# ---- ifetch_unit ----
**ifetch_unit: routed metal per tile**

Bar = 50 µm. The die is cut into 27 by 40 equal tiles; dark purple is low, yellow is high, scaled to the fullest tile. Values are wire area over tile area, all layers added.
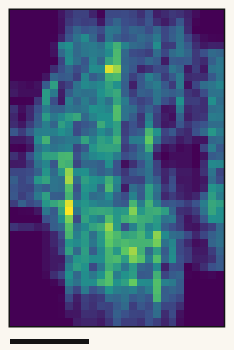

## config.mk

```make
export PLATFORM = sky130hd
export DESIGN_NAME = ifetch_unit
export DESIGN_NICKNAME = d
export VERILOG_FILES = /design/src/rtl/ifetch_unit.sv
export SDC_FILE = /design/constraint.sdc
export NUM_CORES = 1
export LEC_CHECK = 0
export CORE_ASPECT_RATIO = 1.5
export CORE_MARGIN = 3
export CORE_UTILIZATION = 32
export CTS_BUF_LIST = sky130_fd_sc_hd__clkbuf_8 sky130_fd_sc_hd__clkbuf_16
export CTS_CLUSTER_DIAMETER = 40
export DETAILED_ROUTE_END_ITERATION = 7
export GPL_ROUTABILITY_DRIVEN = 0
export GPL_TIMING_DRIVEN = 0
export PLACE_DENSITY = 0.63
export SLEW_MARGIN = 40
export SYNTH_ARGS = -nofsm -noshare
export SYNTH_HDL_FRONTEND = slang
export SYNTH_SLANG_ARGS = --single-unit
```

## constraint.sdc

```tcl
create_clock -name clk -period 5.5 [get_ports clk]
set_input_delay 1.65 -clock clk [delete_from_list [all_inputs] [get_ports clk]]
set_output_delay 1.65 -clock clk [all_outputs]
set_load 0.03 [all_outputs]
```

## src/rtl/ifetch_unit.sv

```systemverilog
// Instruction-fetch stage: PC register, next-PC steering into a synchronous ROM,
// branch/jump redirect resolution, retired-instruction counter and misaligned-target trap.
module ifetch_unit #(
  parameter logic [31:0] RESET_PC    = 32'h0000_0000,
  parameter int unsigned IMEM_ADDR_W = 14
) (
  input  logic                   clk,
  input  logic                   reset,
  input  logic                   stall,
  input  logic                   branch,
  input  logic                   jal,
  input  logic                   jalr,
  input  logic [31:0]            imm32,
  input  logic [31:0]            read_data1,
  input  logic                   alu_zero,
  input  logic                   alu_lt,
  input  logic                   alu_ltu,
  output logic [IMEM_ADDR_W-1:0] imem_addr,
  input  logic [31:0]            imem_rdata,
  output logic [31:0]            Instruction,
  output logic                   instr_valid,
  output logic [31:0]            pc,
  output logic [31:0]            pc_plus4,
  output logic                   trap,
  output logic [31:0]            instret
);

  localparam logic [31:0] NOP = 32'h0000_0013;

  typedef enum logic [1:0] {
    FILL = 2'd0,
    RUN  = 2'd1,
    TRAP = 2'd2
  } state_t;

  state_t      state;
  state_t      state_next;
  logic        taken;
  logic [31:0] next_pc;
  logic        advance;
  logic        misaligned;

  // Branch condition decoded straight from ROM data (only consulted while in RUN)
  always_comb begin
    taken = 1'b0;
    case (imem_rdata[14:12])
      3'b000:  taken = alu_zero;
      3'b001:  taken = !alu_zero;
      3'b100:  taken = alu_lt;
      3'b101:  taken = !alu_lt;
      3'b110:  taken = alu_ltu;
      3'b111:  taken = !alu_ltu;
      default: taken = 1'b0;
    endcase
  end

  // Redirect priority: JALR, then JAL, then taken branch, else sequential
  always_comb begin
    next_pc = pc + 32'd4;
    if (jalr) begin
      next_pc = (read_data1 + imm32) & ~32'h0000_0001;
    end else if (jal) begin
      next_pc = pc + imm32;
    end else if (branch && taken) begin
      next_pc = pc + imm32;
    end
  end

  assign advance    = (state == RUN) && !stall;
  assign misaligned = (next_pc[1:0] != 2'b00);

  always_ff @(posedge clk or posedge reset) begin
    if (reset) begin
      state <= FILL;
    end else begin
      state <= state_next;
    end
  end

  always_comb begin
    state_next = state;
    case (state)
      FILL:    state_next = RUN;
      RUN:     if (advance && misaligned) state_next = TRAP;
      TRAP:    state_next = TRAP;
      default: state_next = FILL;
    endcase
  end

  // The ROM is addressed with the PC that will be current after the next edge
  always_comb begin
    instr_valid = 1'b0;
    Instruction = NOP;
    trap        = 1'b0;
    imem_addr   = pc[IMEM_ADDR_W+1:2];
    case (state)
      FILL: begin
        imem_addr = RESET_PC[IMEM_ADDR_W+1:2];
      end
      RUN: begin
        instr_valid = 1'b1;
        Instruction = imem_rdata;
        if (!stall) imem_addr = next_pc[IMEM_ADDR_W+1:2];
      end
      TRAP: begin
        trap = 1'b1;
      end
      default: begin
        imem_addr = RESET_PC[IMEM_ADDR_W+1:2];
      end
    endcase
  end

  // A faulting target neither updates the PC nor retires
  always_ff @(posedge clk or posedge reset) begin
    if (reset) begin
      pc      <= RESET_PC;
      instret <= 32'd0;
    end else if (advance && !misaligned) begin
      pc      <= next_pc;
      instret <= instret + 32'd1;
    end
  end

  assign pc_plus4 = pc + 32'd4;

endmodule

```

# ---- tick_sched ----
<file path="config.mk">
export PLATFORM = sky130hd
export DESIGN_NAME = tick_sched
export DESIGN_NICKNAME = d
export VERILOG_FILES = /design/src/rtl/tick_sched_pkg.sv /design/src/rtl/tick_sched_rr_arbiter.sv /design/src/rtl/tick_sched.sv
export SDC_FILE = /design/constraint.sdc
export NUM_CORES = 1
export LEC_CHECK = 0
export CORE_MARGIN = 3
export CORE_UTILIZATION = 46
export DETAILED_ROUTE_END_ITERATION = 8
export PLACE_DENSITY_LB_ADDON = 0.1
export RECOVER_POWER = 50
export SKIP_CTS_REPAIR_TIMING = 1
export SYNTH_ARGS = -nofsm -noshare
export SYNTH_HDL_FRONTEND = slang
export SYNTH_HIERARCHICAL = 1
export SYNTH_SLANG_ARGS = --single-unit
</file>
<file path="constraint.sdc">
create_clock -name clk -period 1.6 [get_ports clk]
set_input_delay 0.16 -clock clk [delete_from_list [all_inputs] [get_ports clk]]
set_output_delay 0.16 -clock clk [all_outputs]
set_load 0.01 [all_outputs]
</file>
<file path="src/rtl/tick_sched_pkg.sv">
// Shared types and constants for the tick scheduler.
// Statistics widths apply only when the design is built with TICK_SCHED_STATS_EN.
package tick_sched_pkg;

  typedef enum logic [1:0] {
    IDLE   = 2'd0,
    START  = 2'd1,
    ACTIVE = 2'd2
  } state_t;

  localparam int DEF_NUM_CH = 4;
  localparam int DEF_ID_W   = $clog2(DEF_NUM_CH);
  localparam int STATS_W    = 16;
  localparam int TO_STATS_W = 8;

endpackage

</file>
<file path="src/rtl/tick_sched_rr_arbiter.sv">
// Round-robin arbiter: combinational search from the pointer, and a pointer that
// advances past the winner only when the grant is taken.
module rr_arbiter
  import tick_sched_pkg::*;
#(
  parameter int NUM_CH = DEF_NUM_CH,
  parameter int ID_W   = $clog2(NUM_CH)
) (
  input  logic              clk,
  input  logic              rst,
  input  logic [NUM_CH-1:0] req,
  input  logic              grant_stb,
  output logic              grant_valid,
  output logic [ID_W-1:0]   grant_idx,
  output logic [ID_W-1:0]   pointer
);

  logic [ID_W-1:0] ptr_r;
  logic            valid_s;
  logic [ID_W-1:0] idx_s;

  // Walk downward so the requester closest to the pointer is the last to write.
  always_comb begin
    int              cand;
    logic [ID_W-1:0] cand_idx;
    valid_s  = 1'b0;
    idx_s    = '0;
    cand     = 0;
    cand_idx = '0;
    for (int i = NUM_CH - 1; i >= 0; i--) begin
      cand     = int'(ptr_r) + i;
      cand     = (cand >= NUM_CH) ? (cand - NUM_CH) : cand;
      cand_idx = ID_W'(cand);
      valid_s  = valid_s | req[cand_idx];
      idx_s    = req[cand_idx] ? cand_idx : idx_s;
    end
  end

  // Pointer register, moved to the channel after the winner on a taken grant.
  always_ff @(posedge clk or posedge rst) begin
    if (rst) begin
      ptr_r <= '0;
    end else if (grant_stb && valid_s) begin
      ptr_r <= (idx_s == ID_W'(NUM_CH - 1)) ? '0 : (idx_s + ID_W'(1));
    end else begin
      ptr_r <= ptr_r;
    end
  end

  assign grant_valid = valid_s;
  assign grant_idx   = idx_s;
  assign pointer     = ptr_r;

endmodule

</file>
<file path="src/rtl/tick_sched.sv">
// Shares rate-generator ticks among NUM_CH channels: one start per tick, then wait
// for done or timeout. Define TICK_SCHED_STATS_EN to add missed_cnt/to_cnt counters.
module tick_sched
  import tick_sched_pkg::*;
#(
  parameter int NUM_CH  = DEF_NUM_CH,
  parameter int TIMEOUT = 1024,
  parameter int TO_W    = 11
) (
  input  logic                      clk,
  input  logic                      rst,
  input  logic                      en,
  input  logic                      rate_in,
  input  logic [NUM_CH-1:0]         req,
  input  logic [NUM_CH-1:0]         done,
  output logic [NUM_CH-1:0]         start,
  output logic [$clog2(NUM_CH)-1:0] grant_id,
  output logic                      busy,
  output logic                      overrun,
`ifdef TICK_SCHED_STATS_EN
  output logic [STATS_W-1:0]        missed_cnt,
  output logic [TO_STATS_W-1:0]     to_cnt,
`endif
  output logic                      timeout
);

  localparam int ID_W = $clog2(NUM_CH);

  state_t            state_r, next_s;
  logic              rate_q_r;
  logic              tick_s;
  logic [TO_W-1:0]   wait_cnt_r;
  logic              grant_stb_s, ovr_evt_s, to_evt_s;
  logic              gnt_valid_s;
  logic [ID_W-1:0]   gnt_idx_s;
  logic [ID_W-1:0]   ptr_s;
  logic [NUM_CH-1:0] start_r;
  logic [ID_W-1:0]   grant_id_r;
  logic              busy_r, overrun_r, timeout_r;

  assign tick_s = rate_in ^ rate_q_r;

  rr_arbiter #(.NUM_CH(NUM_CH), .ID_W(ID_W)) u_arb (
    .clk         (clk),
    .rst         (rst),
    .req         (req),
    .grant_stb   (grant_stb_s),
    .grant_valid (gnt_valid_s),
    .grant_idx   (gnt_idx_s),
    .pointer     (ptr_s)
  );

  // Next-state and event decode; done beats an expiring wait counter.
  always_comb begin
    next_s      = state_r;
    grant_stb_s = 1'b0;
    ovr_evt_s   = 1'b0;
    to_evt_s    = 1'b0;
    case (state_r)
      IDLE: begin
        if (tick_s && en && gnt_valid_s) begin
          next_s      = START;
          grant_stb_s = 1'b1;
        end else begin
          next_s = IDLE;
        end
      end
      START: begin
        next_s    = ACTIVE;
        ovr_evt_s = tick_s;
      end
      ACTIVE: begin
        ovr_evt_s = tick_s;
        if (done[grant_id_r]) begin
          next_s = IDLE;
        end else if (wait_cnt_r == TO_W'(TIMEOUT - 1)) begin
          next_s   = IDLE;
          to_evt_s = 1'b1;
        end else begin
          next_s = ACTIVE;
        end
      end
      default: begin
        next_s = IDLE;
      end
    endcase
  end

  // State, edge-detect history, wait counter and registered outputs.
  always_ff @(posedge clk or posedge rst) begin
    if (rst) begin
      state_r    <= IDLE;
      rate_q_r   <= 1'b0;
      wait_cnt_r <= '0;
      start_r    <= '0;
      grant_id_r <= '0;
      busy_r     <= 1'b0;
      overrun_r  <= 1'b0;
      timeout_r  <= 1'b0;
    end else begin
      state_r    <= next_s;
      rate_q_r   <= rate_in;
      wait_cnt_r <= (state_r == ACTIVE) ? (wait_cnt_r + TO_W'(1)) : '0;
      start_r    <= grant_stb_s ? (NUM_CH'(1) << gnt_idx_s) : '0;
      grant_id_r <= grant_stb_s ? gnt_idx_s : grant_id_r;
      busy_r     <= (next_s != IDLE);
      overrun_r  <= ovr_evt_s;
      timeout_r  <= to_evt_s;
    end
  end

`ifdef TICK_SCHED_STATS_EN
  logic [STATS_W-1:0]    missed_r;
  logic [TO_STATS_W-1:0] to_evt_cnt_r;

  // Saturating event counters.
  always_ff @(posedge clk or posedge rst) begin
    if (rst) begin
      missed_r     <= '0;
      to_evt_cnt_r <= '0;
    end else begin
      missed_r     <= (ovr_evt_s && (missed_r != '1)) ? (missed_r + STATS_W'(1)) : missed_r;
      to_evt_cnt_r <= (to_evt_s && (to_evt_cnt_r != '1)) ? (to_evt_cnt_r + TO_STATS_W'(1)) : to_evt_cnt_r;
    end
  end

  assign missed_cnt = missed_r;
  assign to_cnt     = to_evt_cnt_r;
`endif

  assign start    = start_r;
  assign grant_id = grant_id_r;
  assign busy     = busy_r;
  assign overrun  = overrun_r;
  assign timeout  = timeout_r;

endmodule

</file>

==> screenshots <==
Nets reached from selected ports.
picture 1
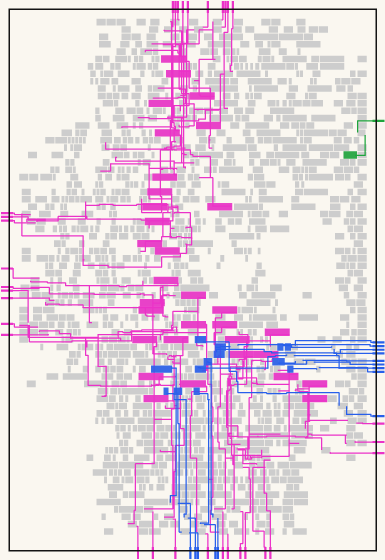
picture 2
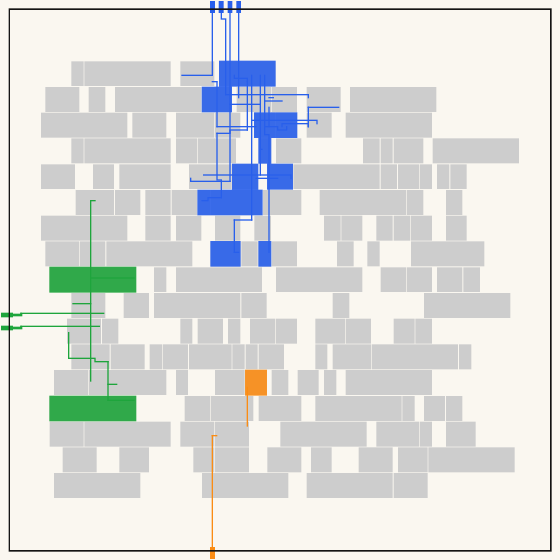
The one with the most cells is picture 1.
- ifetch_unit = picture 1
- tick_sched = picture 2

**tick_sched: cells by drive strength**

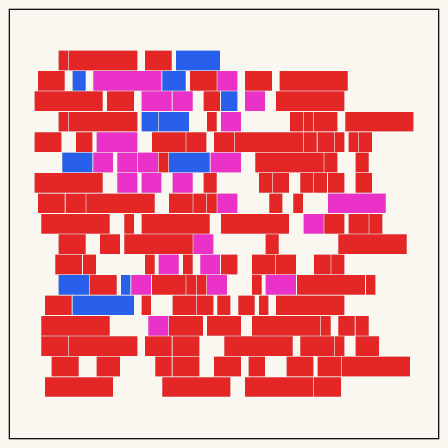
Key: red = _0 and _1 cells [cells 113, share 76%]; magenta = _3 and _4 cells [cells 24, share 16%]; blue = _2 cells [cells 11, share 7.4%]

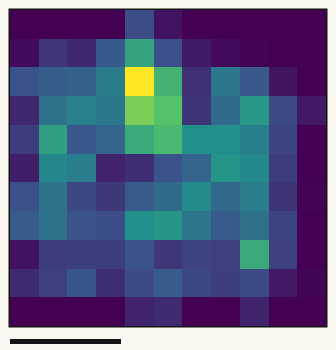
**Above:** tick_sched (routed metal per tile).
Bar = 20 µm. The die is cut into 11 by 11 equal tiles; dark purple is low, yellow is high, scaled to the fullest tile. Values are wire area over tile area, all layers added.
The fullest tile reaches 0.47. The densest ninth of the die: middle. 11% of the tiles are over half the peak.
GRT Total Usage: 15.75%
WL final: 2.284 mm
Routed wire per std cell: 12.98 µm
DR vias: 933

==> results_dict.tcl, tick_sched <==
# flow metrics
set metrics [dict create \
    endpoint "u_arb/pointer[1]" \
    status "complete, but fails checks" \
    core_um2 2340 \
    setup_viol 1 \
    dr.pass1.iters 4 \
    whs_ns 0.1474 \
    crit_family "simple AND/OR/NAND/NOR gates" \
    hp-class "in2async" \
    crit_required_ns 1.81 \
    worst_slack_ns -0.02654 \
    insertion_delay_ns 0.31 \
    dieArea_um2 3254 \
    violations "negative setup slack" \
    p_clk_mw 0.269 \
    grt_pass1_vias 1010 \
    cts_tree "yes" \
    diodes 0 \
    path_max_fanout 3 \
    postLayoutCoreUtil_pct 69.09 \
    dr.first_iter.drc_count 20 \
]
## tick_sched: routing by layer
metal | part of all wire, % | wire [µm] | track usage [%] | up-vias
met1 | 44 | 996 | 17.59 | 448
met3 | 3.0 | 69 | 4.751 | 2
met2 | 53 | 1203 | 29.69 | 13
met5 | 0 | 0 | 0 | -
met4 | 0.61 | 14 | 2.649 | 0
li1 | - | - | - | 470
## tick_sched: layout make-up
type                    instances  area [µm²]
well taps                      28       35.03
clock buffers                   4       26.28
flip-flops and latches         25       625.6
fillers                       191       723.2
inverters                      11       41.29
multi-input cells              72       568.0
repair buffers                 36       320.3
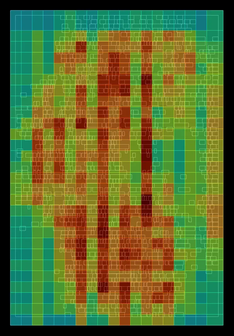
**Above:** ifetch_unit (congestion heat map).
met1 Use GR: 25.41%
final core occ: 49.99%
met2 global-route usage: 43.63%

Notes on 'routed metal per tile' of ifetch_unit above:
17% of the tiles are nearly empty. The mean over all tiles is 0.20. The fullest tile reaches 0.72. 15% of the tiles are over half the peak. The emptiest ninth of the die: bottom left.
GRT Total Usage: 23.04%
DR vias: 8953

==> results_dict.tcl, ifetch_unit <==
# flow metrics
set metrics [dict create \
    path_cells "buf_8, ha_4, fa_2, a211oi_4, o21ai_4, a211oi_4, nor2_2, or2_4, o221ai_4, a22oi_2, nor2b_2, buf_6" \
    cts-resized-gates 268 \
    setup_viol 6 \
    ctsHoldBuffers 0 \
    worst_path_most_repeated_cell "a211oi_4" \
    worstHoldPathCells 1 \
    crit_family "AND-OR/OR-AND gates" \
    relSlewSlack_pct 48.95 \
    ys_warn_count 0 \
    nonClkBufAreaFrac_pct 24.57 \
    rrSetupSlack_ns 2.39 \
    synthTopLogicFamily "AND-OR/OR-AND gates" \
    status "complete, but fails checks" \
    end_kind "output pin" \
    taps 324 \
    edf_count 0 \
    rsz0062_at_grt "true" \
    crit_start "imm32[0]" \
    p_clk_mw 0.644 \
    insertion_delay_ns 0.34 \
    diodes 0 \
    violations "negative setup slack" \
    r2r-start "pc[0]" \
    warning_count 31 \
    worst_slack_ns -0.2511 \
    comb_area_share_pct 55.03 \
    ys_seq_share_pct 20.80 \
]
==> ifetch_unit: metal layers <==
layer	up-vias	track usage, %
met5	-	0
met4	0	10.30
met3	67	2.809
met2	349	43.63
met1	4249	25.41
li1	4288	-
==> ifetch_unit: metrics by stage <==
stage / instances / util (%)
global route: 1638 / 49.99
finish: 1638 / 49.99
CTS: 1636 / 49.05
detailed placement: 1585 / 44.64
floorplan: 1011 / -
global placement: 1583 / 44.47
==> ifetch_unit: sequential cells by signal, indices dropped and copies added, names as in the netlist <==
register	count
pc	32
instret	32
state	2


==> layout pictures side by side <==
Placed cells, one color a class.
image #1
Bar = 50 µm.
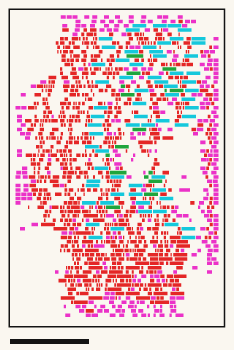
image #2
Bar = 20 µm.
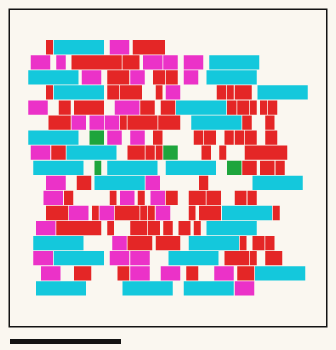
image #1 -> ifetch_unit
image #2 -> tick_sched
- most sequential cells: image #1
- largest die: image #1

